######## design 1 ########
Fig. 1: design 1, placement density heat map
(4 px per micron) The die is cut into 9 by 9 equal tiles; white is low, dark blue is high, 0 to 100% covered.
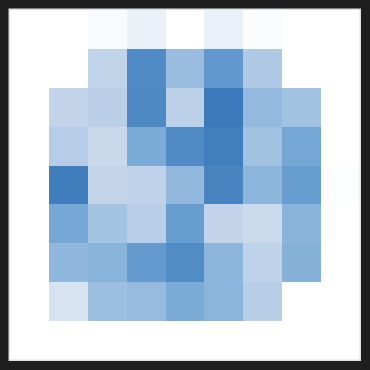

**config.mk**
```make
export PLATFORM = sky130hd
export DESIGN_NAME = vga_timing
export DESIGN_NICKNAME = d
export VERILOG_FILES = /design/src/rtl/vga_pkg.sv /design/src/rtl/vga_timing_sync_delay.sv /design/src/rtl/vga_timing.sv
export SDC_FILE = /design/constraint.sdc
export NUM_CORES = 1
export LEC_CHECK = 0
export CORE_MARGIN = 8
export CORE_UTILIZATION = 35
export CTS_BUF_LIST = sky130_fd_sc_hd__clkbuf_16
export CTS_CLUSTER_DIAMETER = 80
export DETAILED_ROUTE_END_ITERATION = 7
export DONT_BUFFER_PORTS = 1
export PLACE_DENSITY_LB_ADDON = 0.1
export SYNTH_ARGS = -nofsm -noshare
export SYNTH_HDL_FRONTEND = slang
export SYNTH_SLANG_ARGS = --single-unit
```
**constraint.sdc**
```tcl
create_clock -name clk -period 4.7 [get_ports clk]
set_input_delay 1.175 -clock clk [delete_from_list [all_inputs] [get_ports clk]]
set_output_delay 1.175 -clock clk [all_outputs]
set_load 0.1 [all_outputs]
```
**src/rtl/vga_pkg.sv**
```systemverilog
// Shared 640x480@60 raster constants, the position type, and the GPU screen
// geometry so the timing generator and the pixel pipeline agree on one source.
package vga_pkg;

    typedef logic [9:0] pos_t;

    localparam int H_ACTIVE = 640;
    localparam int H_FRONT  = 16;
    localparam int H_SYNC   = 96;
    localparam int H_BACK   = 48;
    localparam int H_TOTAL  = H_ACTIVE + H_FRONT + H_SYNC + H_BACK;

    localparam int V_ACTIVE = 480;
    localparam int V_FRONT  = 10;
    localparam int V_SYNC   = 2;
    localparam int V_BACK   = 33;
    localparam int V_TOTAL  = V_ACTIVE + V_FRONT + V_SYNC + V_BACK;

    localparam int SCREEN_W = 512;
    localparam int SCREEN_H = 256;

endpackage

```
**src/rtl/vga_timing_sync_delay.sv**
```systemverilog
// N-deep, W-wide shift register that loads an idle pattern on reset; depth 0
// degenerates to a straight wire so callers need no special case.
module sync_delay
    import vga_pkg::*;
#(
    parameter int             DEPTH = 1,
    parameter int             W     = 2,
    parameter logic [W-1:0]   IDLE  = '0
) (
    input  logic         clk,
    input  logic         rst,
    input  logic [W-1:0] i_d,
    output logic [W-1:0] o_q
);

    // Keep at least one stage so the array is never zero-sized.
    localparam int N = (DEPTH > 0) ? DEPTH : 1;

    logic [W-1:0] stage_q [N];
    logic [W-1:0] stage_d [N];

    always_comb begin
        stage_d[0] = i_d;
        for (int i = 1; i < N; i++) begin
            stage_d[i] = stage_q[i-1];
        end
    end

    always_ff @(posedge clk or posedge rst) begin
        if (rst) begin
            for (int i = 0; i < N; i++) begin
                stage_q[i] <= IDLE;
            end
        end else begin
            stage_q <= stage_d;
        end
    end

    assign o_q = (DEPTH == 0) ? i_d : stage_q[N-1];

endmodule

```
**src/rtl/vga_timing.sv**
```systemverilog
// Free-running raster timing: h/v counters, one registered output stage for all
// strobes and positions, and an extra programmable delay on the sync pins only.
module vga_timing
    import vga_pkg::*;
#(
    parameter int H_ACTIVE   = vga_pkg::H_ACTIVE,
    parameter int H_FRONT    = vga_pkg::H_FRONT,
    parameter int H_SYNC     = vga_pkg::H_SYNC,
    parameter int H_BACK     = vga_pkg::H_BACK,
    parameter int V_ACTIVE   = vga_pkg::V_ACTIVE,
    parameter int V_FRONT    = vga_pkg::V_FRONT,
    parameter int V_SYNC     = vga_pkg::V_SYNC,
    parameter int V_BACK     = vga_pkg::V_BACK,
    parameter bit SYNC_NEG   = 1'b1,
    parameter int SYNC_DELAY = 1
) (
    input  logic clk,
    input  logic rst,
    output logic o_hsync,
    output logic o_vsync,
    output logic o_enable,
    output logic o_newline,
    output logic o_newframe,
    output pos_t o_x,
    output pos_t o_y
);

    // Both totals must stay at or below 1024 to fit the 10-bit counters.
    localparam int   H_TOTAL  = H_ACTIVE + H_FRONT + H_SYNC + H_BACK;
    localparam int   V_TOTAL  = V_ACTIVE + V_FRONT + V_SYNC + V_BACK;
    localparam pos_t H_LAST   = pos_t'(H_TOTAL - 1);
    localparam pos_t V_LAST   = pos_t'(V_TOTAL - 1);
    localparam pos_t H_VIS    = pos_t'(H_ACTIVE);
    localparam pos_t V_VIS    = pos_t'(V_ACTIVE);
    localparam pos_t HS_START = pos_t'(H_ACTIVE + H_FRONT);
    localparam pos_t HS_END   = pos_t'(H_ACTIVE + H_FRONT + H_SYNC);
    localparam pos_t VS_START = pos_t'(V_ACTIVE + V_FRONT);
    localparam pos_t VS_END   = pos_t'(V_ACTIVE + V_FRONT + V_SYNC);
    localparam logic SYNC_OFF = SYNC_NEG;
    localparam logic SYNC_ON  = !SYNC_NEG;

    pos_t h_q, h_d, v_q, v_d;
    pos_t x_q, x_d, y_q, y_d;
    logic enable_q, enable_d;
    logic newline_q, newline_d;
    logic newframe_q, newframe_d;
    logic hsync_q, hsync_d;
    logic vsync_q, vsync_d;
    logic h_last, v_last;
    logic [1:0] sync_pins;

    // Outputs are decoded from the current counters, so they trail them by one clock.
    always_comb begin
        h_last     = (h_q == H_LAST);
        v_last     = (v_q == V_LAST);
        h_d        = h_last ? '0 : h_q + 1'b1;
        v_d        = v_q;
        if (h_last) begin
            v_d = v_last ? '0 : v_q + 1'b1;
        end
        x_d        = h_q;
        y_d        = v_q;
        enable_d   = (h_q < H_VIS) && (v_q < V_VIS);
        newline_d  = h_last;
        newframe_d = h_last && v_last;
        hsync_d    = ((h_q >= HS_START) && (h_q < HS_END)) ? SYNC_ON : SYNC_OFF;
        vsync_d    = ((v_q >= VS_START) && (v_q < VS_END)) ? SYNC_ON : SYNC_OFF;
    end

    always_ff @(posedge clk or posedge rst) begin
        if (rst) begin
            h_q        <= '0;
            v_q        <= '0;
            x_q        <= '0;
            y_q        <= '0;
            enable_q   <= 1'b0;
            newline_q  <= 1'b0;
            newframe_q <= 1'b0;
            hsync_q    <= SYNC_OFF;
            vsync_q    <= SYNC_OFF;
        end else begin
            h_q        <= h_d;
            v_q        <= v_d;
            x_q        <= x_d;
            y_q        <= y_d;
            enable_q   <= enable_d;
            newline_q  <= newline_d;
            newframe_q <= newframe_d;
            hsync_q    <= hsync_d;
            vsync_q    <= vsync_d;
        end
    end

    sync_delay #(
        .DEPTH (SYNC_DELAY),
        .W     (2),
        .IDLE  ({SYNC_OFF, SYNC_OFF})
    ) u_sync_delay (
        .clk (clk),
        .rst (rst),
        .i_d ({hsync_q, vsync_q}),
        .o_q (sync_pins)
    );

    assign o_hsync    = sync_pins[1];
    assign o_vsync    = sync_pins[0];
    assign o_enable   = enable_q;
    assign o_newline  = newline_q;
    assign o_newframe = newframe_q;
    assign o_x        = x_q;
    assign o_y        = y_q;

endmodule

```
######## design 2 ########
===== src/rtl/cpu_phase_seq.sv =====
// -----------------------------------------------------------------------------
// cpu_phase_seq
//
// Five-phase instruction sequencer feeding the execute-stage ALU.
// Walks IDLE -> F -> R -> X -> M -> W -> F ... and parks in HALT on HLT.
// It fetches one 32-bit word per instruction, holds it in ir, and decodes the
// register-address fields. It also steps or redirects the PC and stalls in M
// for loads and stores.
//
// Optional feature (compile-time macro CPU_PHASE_SEQ_PERF_EN):
//   defined   -> retired_cnt counts W cycles (32-bit, wraps, cleared by rst)
//   undefined -> no counter is built, retired_cnt is tied to 0
//
// Parameters:
//   RESET_PC    PC value loaded on reset
//   PC_STEP     byte increment applied after each fetch
//
// Ports:
//   clk          in   1   system clock, rising edge
//   rst          in   1   asynchronous reset, active-high
//   imem_req     out  1   instruction fetch request (state F)
//   imem_addr    out  32  fetch address (= pc)
//   imem_ack     in   1   fetch complete, imem_rdata valid this cycle
//   imem_rdata   in   32  fetched instruction word
//   dmem_req     out  1   data access request (state M, load/store only)
//   dmem_we      out  1   1 = store, 0 = load, valid with dmem_req
//   dmem_ack     in   1   data access complete
//   br_taken     in   1   branch resolved taken, sampled in X only
//   br_target    in   32  branch destination, sampled with br_taken
//   phase        out  5   one-hot phase: bit4=F, 3=R, 2=X, 1=M, 0=W
//   ir           out  32  current instruction
//   ra1          out  3   register read address 1 = ir[18:16]
//   ra2          out  3   register read address 2 = ir[21:19]
//   pc           out  32  program counter
//   halted       out  1   HLT executed
//   retired_cnt  out  32  retired-instruction count
//
// Handshake (both memory ports): the request is a pure function of state and
// is held high until the cycle in which ack is seen. Ack in the same cycle the
// request first rises is legal and completes the transfer. Ack while the
// matching request is low is ignored.
//
// State visibility: phase is the one-hot image of F..W. halted marks HALT.
// phase == 0 with halted == 0 is IDLE.
// -----------------------------------------------------------------------------
module cpu_phase_seq #(
    parameter logic [31:0] RESET_PC = 32'h0000_0000,
    parameter logic [31:0] PC_STEP  = 32'd4
) (
    input  logic        clk,
    input  logic        rst,
    output logic        imem_req,
    output logic [31:0] imem_addr,
    input  logic        imem_ack,
    input  logic [31:0] imem_rdata,
    output logic        dmem_req,
    output logic        dmem_we,
    input  logic        dmem_ack,
    input  logic        br_taken,
    input  logic [31:0] br_target,
    output logic [4:0]  phase,
    output logic [31:0] ir,
    output logic [2:0]  ra1,
    output logic [2:0]  ra2,
    output logic [31:0] pc,
    output logic        halted,
    output logic [31:0] retired_cnt
);

    typedef enum logic [2:0] {
        S_IDLE = 3'd0,
        S_F    = 3'd1,
        S_R    = 3'd2,
        S_X    = 3'd3,
        S_M    = 3'd4,
        S_W    = 3'd5,
        S_HALT = 3'd6
    } state_t;

    localparam logic [7:0] OP_HLT   = 8'hF4;
    localparam logic [7:0] OP_LOAD  = 8'h8A;
    localparam logic [7:0] OP_STORE = 8'h88;

    state_t     state;
    state_t     state_nxt;

    logic [7:0] opcode;
    logic       is_load;
    logic       is_store;
    logic       is_ldst;

    assign opcode   = ir[31:24];
    assign is_load  = (opcode == OP_LOAD);
    assign is_store = (opcode == OP_STORE);
    assign is_ldst  = is_load | is_store;

    // Register-address decode is straight from ir, so it is valid from R on.
    assign ra1 = ir[18:16];
    assign ra2 = ir[21:19];

    assign imem_addr = pc;

    // ---------------------------------------------------------------- state reg
    always_ff @(posedge clk or posedge rst) begin
        if (rst) begin
            state <= S_IDLE;
        end else begin
            state <= state_nxt;
        end
    end

    // --------------------------------------------------------------- next state
    always_comb begin
        state_nxt = state;
        case (state)
            S_IDLE: state_nxt = S_F;
            S_F:    state_nxt = imem_ack ? S_R : S_F;
            S_R:    state_nxt = (opcode == OP_HLT) ? S_HALT : S_X;
            S_X:    state_nxt = S_M;
            // Non-memory opcodes pass through M in a single cycle.
            S_M:    state_nxt = (!is_ldst || dmem_ack) ? S_W : S_M;
            S_W:    state_nxt = S_F;
            S_HALT: state_nxt = S_HALT;
            default: state_nxt = S_IDLE;
        endcase
    end

    // ------------------------------------------------------------------ outputs
    always_comb begin
        phase    = 5'b00000;
        imem_req = 1'b0;
        dmem_req = 1'b0;
        dmem_we  = 1'b0;
        halted   = 1'b0;
        case (state)
            S_F: begin
                phase    = 5'b10000;
                imem_req = 1'b1;
            end
            S_R: phase = 5'b01000;
            S_X: phase = 5'b00100;
            S_M: begin
                phase    = 5'b00010;
                dmem_req = is_ldst;
                dmem_we  = is_store;
            end
            S_W:    phase  = 5'b00001;
            S_HALT: halted = 1'b1;
            default: ;
        endcase
    end

    // --------------------------------------------------------- pc / ir datapath
    // pc is bumped at fetch completion. A taken branch in X then replaces that
    // already-incremented value.
    always_ff @(posedge clk or posedge rst) begin
        if (rst) begin
            pc <= RESET_PC;
            ir <= 32'h0000_0000;
        end else begin
            if (state == S_F && imem_ack) begin
                ir <= imem_rdata;
                pc <= pc + PC_STEP;
            end else if (state == S_X && br_taken) begin
                pc <= br_target;
            end
        end
    end

    // ------------------------------------------------------ retired counter
`ifdef CPU_PHASE_SEQ_PERF_EN
    always_ff @(posedge clk or posedge rst) begin
        if (rst) begin
            retired_cnt <= 32'h0000_0000;
        end else if (state == S_W) begin
            retired_cnt <= retired_cnt + 32'd1;
        end
    end
`else
    assign retired_cnt = 32'h0000_0000;
`endif

endmodule


===== config.mk =====
export PLATFORM = sky130hd
export DESIGN_NAME = cpu_phase_seq
export DESIGN_NICKNAME = d
export VERILOG_FILES = /design/src/rtl/cpu_phase_seq.sv
export SDC_FILE = /design/constraint.sdc
export NUM_CORES = 1
export LEC_CHECK = 0
export CORE_MARGIN = 2
export CORE_UTILIZATION = 36
export CTS_BUF_LIST = sky130_fd_sc_hd__clkbuf_8
export DETAILED_ROUTE_END_ITERATION = 10
export GPL_TIMING_DRIVEN = 0
export PLACE_DENSITY = 0.84
export SYNTH_ARGS = -nofsm -noshare
export SYNTH_HDL_FRONTEND = slang
export SYNTH_SLANG_ARGS = --single-unit

===== constraint.sdc =====
create_clock -name clk -period 2.1 [get_ports clk]
set_input_delay 0.21 -clock clk [delete_from_list [all_inputs] [get_ports clk]]
set_output_delay 0.21 -clock clk [all_outputs]
set_load 0.02 [all_outputs]

######## design 3 ########
$ cat config.mk
export PLATFORM = sky130hd
export DESIGN_NAME = ram_slot_arbiter
export DESIGN_NICKNAME = d
export VERILOG_FILES = /design/src/rtl/ram_slot_arbiter.sv
export SDC_FILE = /design/constraint.sdc
export NUM_CORES = 1
export LEC_CHECK = 0
export CORE_MARGIN = 2
export CORE_UTILIZATION = 39
export DETAILED_ROUTE_END_ITERATION = 10
export PLACE_DENSITY_LB_ADDON = 0.25
export REMOVE_ABC_BUFFERS = 1
export SETUP_SLACK_MARGIN = 0.15
export SYNTH_ARGS = -nofsm -noshare
export SYNTH_HDL_FRONTEND = slang
export SYNTH_SLANG_ARGS = --single-unit
$ cat constraint.sdc
create_clock -name CLKx4 -period 2.2 [get_ports CLKx4]
set_input_delay 0.55 -clock CLKx4 [delete_from_list [all_inputs] [get_ports CLKx4]]
set_output_delay 0.55 -clock CLKx4 [all_outputs]
set_load 0.03 [all_outputs]
$ cat src/rtl/ram_slot_arbiter.sv
// rtl/ram_slot_arbiter.sv - shares extension-owned 512k SRAM slots between video, port A and port B
//
// Purpose: arbitrates each free SRAM slot (announced by PRE one cycle ahead) between
// the video fetcher (V, read only, first slot of a pair only) and two auxiliary
// ports A/B, drives the SRAM pins during the slot and acknowledges the winner.
//
// Build option: ARB_ROUNDROBIN_EN
//   defined   - A/B alternate when both request (pointer resets to A)
//   undefined - fixed priority, A over B
//
// Ports:
//   CLKx4, RST               clock (posedge), asynchronous active-high reset
//   PRE, SLOT, SLOT_ID       slot timing from the bus-phase generator
//   VREQ, VADDR, VACK        video read request / address / completion pulse
//   AREQ, AWR, AADDR, AWD, AACK   port A request, write flag, address, data, ack
//   BREQ, BWR, BADDR, BWD, BACK   port B request, write flag, address, data, ack
//   RDATA                    last read data, held until the next read completes
//   RA, RDO, RDOE, nWE, RDIN SRAM address, write data, data drive enable, write strobe, read data
//   IDLE                     pulse in a slot cycle that nobody was granted
module ram_slot_arbiter #(
  parameter int AW = 19,
  parameter int DW = 8
) (
  input  logic          CLKx4,
  input  logic          RST,
  input  logic          PRE,
  input  logic          SLOT,
  input  logic          SLOT_ID,
  input  logic          VREQ,
  input  logic [AW-1:0] VADDR,
  output logic          VACK,
  input  logic          AREQ,
  input  logic          AWR,
  input  logic [AW-1:0] AADDR,
  input  logic [DW-1:0] AWD,
  output logic          AACK,
  input  logic          BREQ,
  input  logic          BWR,
  input  logic [AW-1:0] BADDR,
  input  logic [DW-1:0] BWD,
  output logic          BACK,
  output logic [DW-1:0] RDATA,
  output logic [AW-1:0] RA,
  output logic [DW-1:0] RDO,
  output logic          RDOE,
  output logic          nWE,
  input  logic [DW-1:0] RDIN,
  output logic          IDLE
);

  typedef enum logic [1:0] {S_WAIT, S_ARMED, S_DONE} state_t;
  typedef enum logic [1:0] {OWN_NONE, OWN_V, OWN_A, OWN_B} owner_t;

  state_t        state_q, state_d;
  owner_t        owner_q, owner_d;
  logic          wr_q, wr_d;
  logic [AW-1:0] ra_q, ra_d;
  logic [DW-1:0] rdo_q, rdo_d;
  logic          rdoe_q, rdoe_d;
  logic          nwe_q, nwe_d;
  logic          idle_q, idle_d;
  logic          vack_q, vack_d;
  logic          aack_q, aack_d;
  logic          back_q, back_d;
  logic [DW-1:0] rdata_q, rdata_d;
`ifdef ARB_ROUNDROBIN_EN
  // 0: A has priority on a tie, 1: B has priority on a tie
  logic          rr_q, rr_d;
`endif

  // Candidate grant, evaluated every cycle and used only at an accepted PRE
  owner_t        gnt_owner;
  logic [AW-1:0] gnt_addr;
  logic [DW-1:0] gnt_wd;
  logic          gnt_wr;
  logic          a_wins;
  logic          pre_ok;

  // PRE coinciding with SLOT is a protocol error and is ignored
  assign pre_ok = PRE && !SLOT;

  always_comb begin
`ifdef ARB_ROUNDROBIN_EN
    a_wins = AREQ && (!BREQ || !rr_q);
`else
    a_wins = AREQ;
`endif
    gnt_owner = OWN_NONE;
    gnt_addr  = '0;
    gnt_wd    = '0;
    gnt_wr    = 1'b0;
    if (!SLOT_ID && VREQ) begin
      gnt_owner = OWN_V;
      gnt_addr  = VADDR;
    end else if (a_wins) begin
      gnt_owner = OWN_A;
      gnt_addr  = AADDR;
      gnt_wd    = AWD;
      gnt_wr    = AWR;
    end else if (BREQ) begin
      gnt_owner = OWN_B;
      gnt_addr  = BADDR;
      gnt_wd    = BWD;
      gnt_wr    = BWR;
    end
  end

  always_comb begin
    state_d = state_q;
    owner_d = owner_q;
    wr_d    = wr_q;
    ra_d    = ra_q;
    rdo_d   = rdo_q;
    rdata_d = rdata_q;
    // Strobes, idle and acks are single-cycle: released on every edge unless re-armed
    rdoe_d  = 1'b0;
    nwe_d   = 1'b1;
    idle_d  = 1'b0;
    vack_d  = 1'b0;
    aack_d  = 1'b0;
    back_d  = 1'b0;
`ifdef ARB_ROUNDROBIN_EN
    rr_d    = rr_q;
`endif

    unique case (state_q)
      S_ARMED: begin
        owner_d = OWN_NONE;
        if (SLOT) begin
          state_d = S_DONE;
          vack_d  = (owner_q == OWN_V);
          aack_d  = (owner_q == OWN_A);
          back_d  = (owner_q == OWN_B);
          if (owner_q != OWN_NONE && !wr_q) begin
            rdata_d = RDIN;
          end
`ifdef ARB_ROUNDROBIN_EN
          // Pointer commits only on completion, so an aborted grant leaves it untouched
          if (owner_q == OWN_A) rr_d = 1'b1;
          if (owner_q == OWN_B) rr_d = 1'b0;
`endif
        end else begin
          state_d = S_WAIT;
        end
      end
      default: begin
        // S_WAIT and S_DONE both accept a new PRE
        state_d = S_WAIT;
        if (pre_ok) begin
          state_d = S_ARMED;
          owner_d = gnt_owner;
          wr_d    = gnt_wr;
          if (gnt_owner == OWN_NONE) begin
            idle_d = 1'b1;
          end else begin
            ra_d   = gnt_addr;
            rdoe_d = gnt_wr;
            nwe_d  = !gnt_wr;
            if (gnt_wr) rdo_d = gnt_wd;
          end
        end
      end
    endcase
  end

  always_ff @(posedge CLKx4 or posedge RST) begin
    if (RST) begin
      state_q <= S_WAIT;
      owner_q <= OWN_NONE;
      wr_q    <= 1'b0;
      ra_q    <= '0;
      rdo_q   <= '0;
      rdoe_q  <= 1'b0;
      nwe_q   <= 1'b1;
      idle_q  <= 1'b0;
      vack_q  <= 1'b0;
      aack_q  <= 1'b0;
      back_q  <= 1'b0;
      rdata_q <= '0;
`ifdef ARB_ROUNDROBIN_EN
      rr_q    <= 1'b0;
`endif
    end else begin
      state_q <= state_d;
      owner_q <= owner_d;
      wr_q    <= wr_d;
      ra_q    <= ra_d;
      rdo_q   <= rdo_d;
      rdoe_q  <= rdoe_d;
      nwe_q   <= nwe_d;
      idle_q  <= idle_d;
      vack_q  <= vack_d;
      aack_q  <= aack_d;
      back_q  <= back_d;
      rdata_q <= rdata_d;
`ifdef ARB_ROUNDROBIN_EN
      rr_q    <= rr_d;
`endif
    end
  end

  assign RA    = ra_q;
  assign RDO   = rdo_q;
  assign RDOE  = rdoe_q;
  assign nWE   = nwe_q;
  assign IDLE  = idle_q;
  assign VACK  = vack_q;
  assign AACK  = aack_q;
  assign BACK  = back_q;
  assign RDATA = rdata_q;

endmodule

Fig. 2: design 3, signal wires by layer
(6 px per micron)
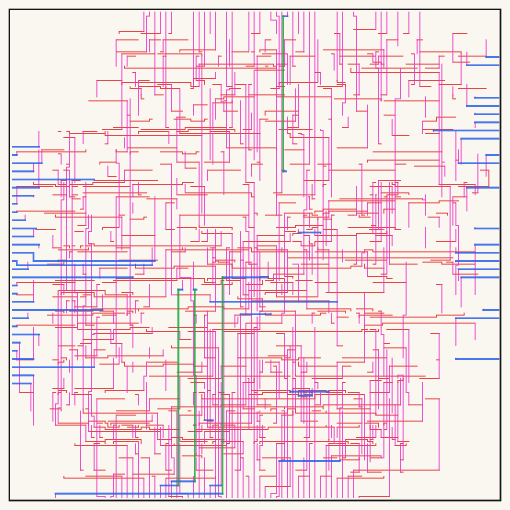
Key: blue = met3 [wire length 377 microns]; magenta = met2 [wire length 3,300 microns]; red = met1 [wire length 2,620 microns]; green = met4 [wire length 127 microns]
gr usage total: 0.200
per-cell routed wire length: 15.0 microns
DRT Wirelength: 6420 microns
vias post-DR: 2,136

Fig. 3: design 3, clock wiring as the flow saved it
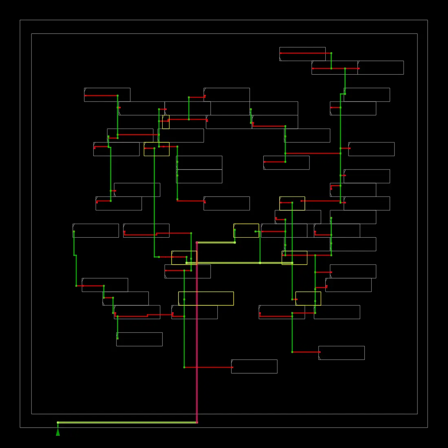
clock network power: 0.638 mW
CTS Buf Count: 5
clk sink count: 46
final-layout clock buffer total: 7
insertion delay at the late pin of the worst-skew pair: 0.29 ns

==> ci_impl_report.md, design 3 <==
## Implementation flow summary

| Metric | Value |
|---|---|
| Result of the run | completed |
| Clock input transition at the sequential cells of the worst setup and hold paths | 0.08 ns |
| Detailed-route vias per instance | 5.00 |
| Sequential group share of total power | 0.369 |
| Total power density per cell area | roughly 780 mW/mm^2 |
| Layout sequential cell count | 46 |
| Cell type group with the largest total delay on the critical path | buffers and inverters |
| Fraction of the core area covered by cells at the end of the flow | 0.677 |
| Summed instance area of the synthesized netlist | 0.00235 sq mm |
| Most numerous cell types in the synthesized netlist | sky130_fd_sc_hd__dfrtp_1, sky130_fd_sc_hd__mux2_2, sky130_fd_sc_hd__nand2_1, sky130_fd_sc_hd__nand3b_1, sky130_fd_sc_hd__nor3b_1 |
| Top layer used by detailed routing | met4 |
| Worst min-delay path startpoint | RA[5] |
| Clock share of power | 0.206 |
| Max cap viols | 0 |
| Mapped Cells | 211 |
| Kind of end point of the critical path | flop |
| Core box area | 0.00589 sq mm |
| Tap cells | between 70 and 80 |
| Leading cell kind | non-clock buffers |
| Portion of the layout cell area used by non-clock buffers | 0.372 |
| Fmax | slightly below 500 MHz |
| Primary flip-flop cell chosen by synthesis mapping | sky130_fd_sc_hd__dfrtp_1 |
| Count of endpoints failing hold in the final timing report | 0 |
| Number of different library cells in the post-synthesis netlist | 25 |
| Kind of critical path | in2reg |
| Area delta synth->final | 69.5% |
| RSZ-0062 raised after global routing | false |
| Startpoint of the most critical register-to-register path | state_q[0] |
## design 3: cell families (layout without fill, tap and decap cells)
kind of cell | count (synthesis) | count (layout) | share of synthesized area
buffers and inverters | 20 | 161 | 0.0346
DFF | 46 | 46 | 0.490
AOI/OAI and AO/OA | 31 | 31 | 0.0996
muxes | 35 | 35 | 0.168
and+or+nand+nor | 79 | 79 | 0.208
## design 3: registers in the layout (all words and copies together) (netlist names)
signal and count:
AACK 1, BACK 1, IDLE 1, RA 19
RDATA 8, RDO 8, RDOE 1, VACK 1
nWE 1, owner_q 2, state_q 2, wr_q 1
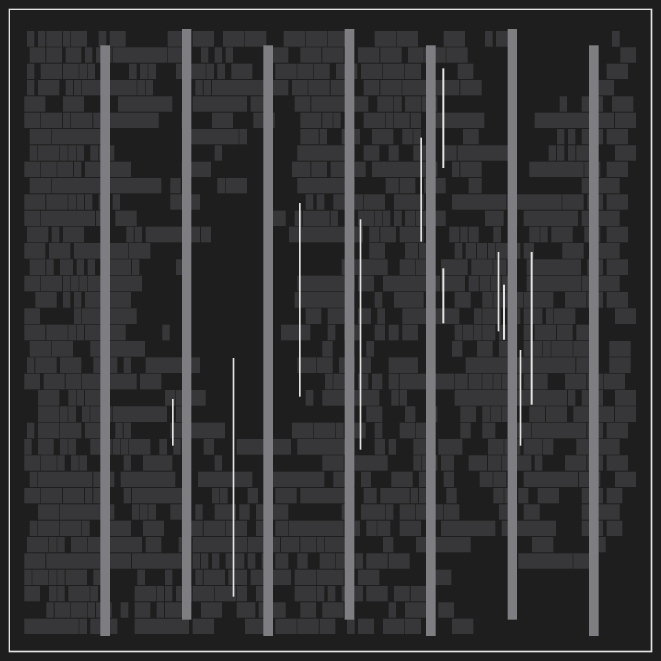
Fig. 4. Met4 routing (design 2).
(6 px per micron) Supply wires on this layer in grey.
The layer holds 1.8% of the routed length. The layer carries 222 microns of wire. The wires run mostly vertical. The longest straight run is 39.4 microns.

==> ci_impl_report.md, design 2 <==
## Implementation flow summary

| Metric | Value |
|---|---|
| Sequential standard cell area | between 0.0015 and 0.002 sq mm |
| Mux cell area share | 0.00526 |
| Primary flip-flop cell chosen by synthesis mapping | sky130_fd_sc_hd__dfrtp_1 |
| Count of endpoints failing hold in the final timing report | 0 |
| Top layer used by detailed routing | met4 |
| Clock input transition at the sequential cells of the worst setup and hold paths | approximately 0.080 ns |
| Summed negative setup slack over all endpoints | 0 ns |
| Worst reg-to-reg setup slack | 0.06 ns |
| Cell count of the worst hold path | 3 |
| Total power density per cell area | between 1000 and 1500 mW/mm^2 |
| Max cap viols | 0 |
| Layout sequential cell count | approximately 67 |
| Buf+Inv Stages, Crit Path | 0 |
| Worst-path cell chain | nand4_4 > or4_4 > or3_4 > or3_4 > nand3_1 |
| Number of placed instances with taps included | 803 |
| Largest cells by area after synthesis | sky130_fd_sc_hd__dfrtp_1, sky130_fd_sc_hd__nand2_1, sky130_fd_sc_hd__buf_4 |
| Core box area | 0.0103 sq mm |
| Depth of the worst register-to-register path | 5 |
| Path class of the lowest-slack min-delay path | in2reg |
| Most numerous cell types in the synthesized netlist | sky130_fd_sc_hd__nand2_1, sky130_fd_sc_hd__buf_4, sky130_fd_sc_hd__dfrtp_1 |
| Result of the run | completed |
| I/O pin total | ~210 |
| Row cnt | 37 |
| Highest-count logic cell in the final layout | sky130_fd_sc_hd__clkdlybuf4s50_1 |
| Worst min-delay path startpoint | br_target[1] |
| Simple-Gate Area Share | 0.275 |
| Library cell contributing the largest single delay on the critical path | sky130_fd_sc_hd__or4_4 |
| Worst Setup Start Kind | flop |
| Highest-count cells in the layout ignoring fill and taps | sky130_fd_sc_hd__clkdlybuf4s50_1, sky130_fd_sc_hd__nand2_1, sky130_fd_sc_hd__buf_4, sky130_fd_sc_hd__dfrtp_1, sky130_fd_sc_hd__conb_1 |
| Lkg Pwr | between 2 and 3 nW |
| Ys flops | 67 |
| Top-area cell share | 0.441 |
| DRC errors left | 0 |
| Insertion delay at the late pin of the worst-skew pair | between 0.3 and 0.4 ns |
| Area of all placed cells without fillers | just over 0.006 sq mm |
| Post-Place Worst Slack | -0.604 ns |
| Highest-utilization routing layer at the global route stage | met2 |
| Fmax | 490 MHz |
| Number of iterations in the first detailed-routing pass | 4 |
| Fillers | 913 |
## design 2: how the worst max path moves through the flow
stage,end,depth (start not counted),start,slack (ns)
after floorplan,imem_addr[27],7,imem_addr[7],-0.05
after detailed placement,ir[29],8,state[2],-0.60
after global placement,imem_addr[11],2,rst,-1.17
after CTS,imem_addr[20],5,imem_addr[3],0.02
final,imem_addr[27],5,imem_addr[7],0.06
after global routing,imem_addr[28],6,imem_addr[3],-0.01
## design 2: report_power, final
part | total (mW) | internal, mW | switching, mW
clock network | 0.930 | 0.442 | 0.487
logic | 5.44 | 2.71 | 2.73
registers | 2.58 | 1.90 | 0.679
Fig. 5: design 1, clock wiring as the flow saved it
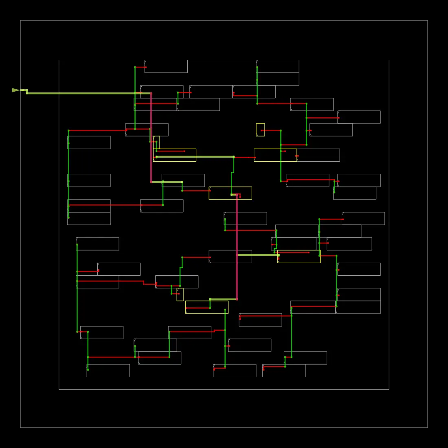
final setup skew: 0.00775 ns
clk sink count: 47

About Fig. 1:
The emptiest ninth of the die: top left. The fullest tile reaches 70%. 40% of the tiles are nearly empty. The densest ninth of the die: middle.

==> ci_impl_report.md, design 1 <==
## Implementation flow summary

| Metric | Value |
|---|---|
| Simple-Gate Area Share | 0.186 |
| Summed negative setup slack over all endpoints | 0 ns |
| Pin slew with the least headroom to its limit | 0.939 ns |
| Number of non-clock buffers | 0 |
| Primary flip-flop cell chosen by synthesis mapping | sky130_fd_sc_hd__dfrtp_1 |
| Layout sequential cell count | 47 |
| Worst Setup Slack, final | 2.32 ns |
| Number of buffers on the longest clock path | 2 |
| Die Footprint | 0.00764 sq mm |
| Endpoint of the most critical setup path | o_x[3] |
| Result of the run | completed |
| Layout cell share with drive strength beyond 1 | 0.109 |
| CTS Buf Count | 5 |
| Number of pins with negative max-slew slack in the final report | 0 |
| Most common cell in the netlist | sky130_fd_sc_hd__dfrtp_1 |
| Maximum number of pins on one net before global-route repair | between 40 and 50 |
| AND-OR/OR-AND Cells, Area Fraction | 0.0372 |
| Clock input transition at the sequential cells of the worst setup and hold paths | 0.06 ns |
| Final net count | 152 |
| Post-Place Worst Slack | around 2.6 ns |
| Most numerous cell types in the synthesized netlist | sky130_fd_sc_hd__dfrtp_1, sky130_fd_sc_hd__nand3_1, sky130_fd_sc_hd__nor2_1 |
| Clock Root Buffer | sky130_fd_sc_hd__clkbuf_16 |
| Chip area from the yosys synthesis statistics | roughly 0.0018 sq mm |
| Net count after synthesis | between 100 and 150 |
| Dominant combinational family | simple AND/OR/NAND/NOR gates |
| Detailed placer's ending HPWL | 2110 microns |
| Crit. path cell count | 0 |
| Gr usage total | 0.0895 |
| DRC errors left | 0 |
| Lkg Pwr | 0.909 nW |
| Die X | 87.4 microns |
| Die height | 87.4 microns |
-- design 1: state kept, by name (all words and copies together) (netlist names) --
signal and count:
vsync_q 1, v_q 10, o_x 10, o_newline 1, o_enable 1, h_q 10
o_newframe 1, o_y 10, u_sync_delay.o_q 2, hsync_q 1
-- design 1: metal layers --
metal | wire length [microns] | part of all wire | up-vias | GRT usage
li1 | - | - | 504 | -
met2 | 1340 | 0.43 | 34 | 0.129
met3 | 315 | 0.10 | 5 | 0.0443
met1 | 1440 | 0.46 | 532 | 0.110
met5 | 0 | 0 | - | 0
met4 | 41 | 0.013 | 0 | 0.0375


==> screenshots <==
Where the registers sit.
panel A
(6 px per micron) Other sequential cells in the stronger grey, the rest of the logic in the fainter grey.
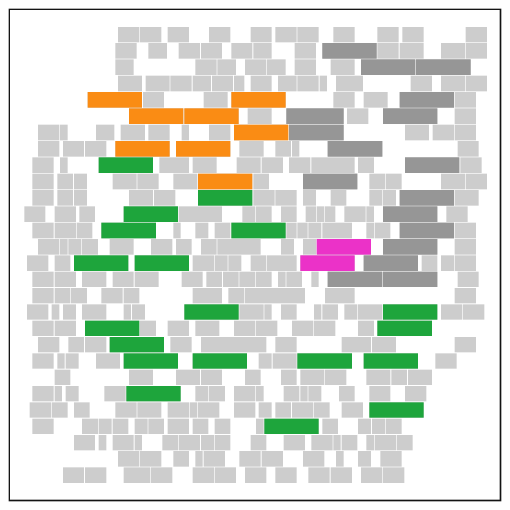
panel B
(6 px per micron) Other sequential cells in the stronger grey, the rest of the logic in the fainter grey.
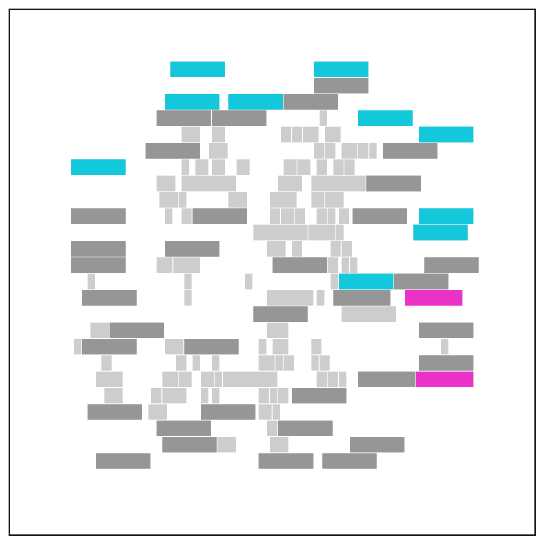
panel C
(4 px per micron) Other sequential cells in the stronger grey, the rest of the logic in the fainter grey.
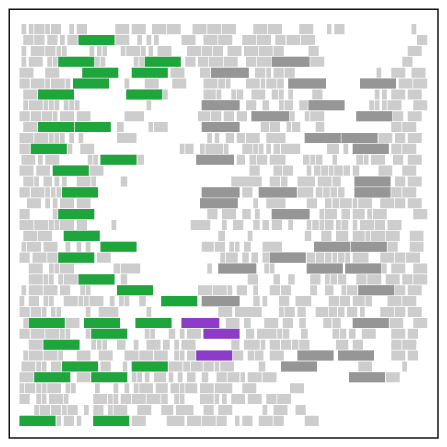
For design 3, see panel A.
For design 2, see panel C.
For design 1, see panel B.

Key to panel A:
Key: orange = `RDO` [placed flops 8, where top middle]; magenta = `owner_q` [placed flops 2]; green = `RA` [placed flops 19]

Power figures rest on the tool's default switching activity, not on a simulated workload.
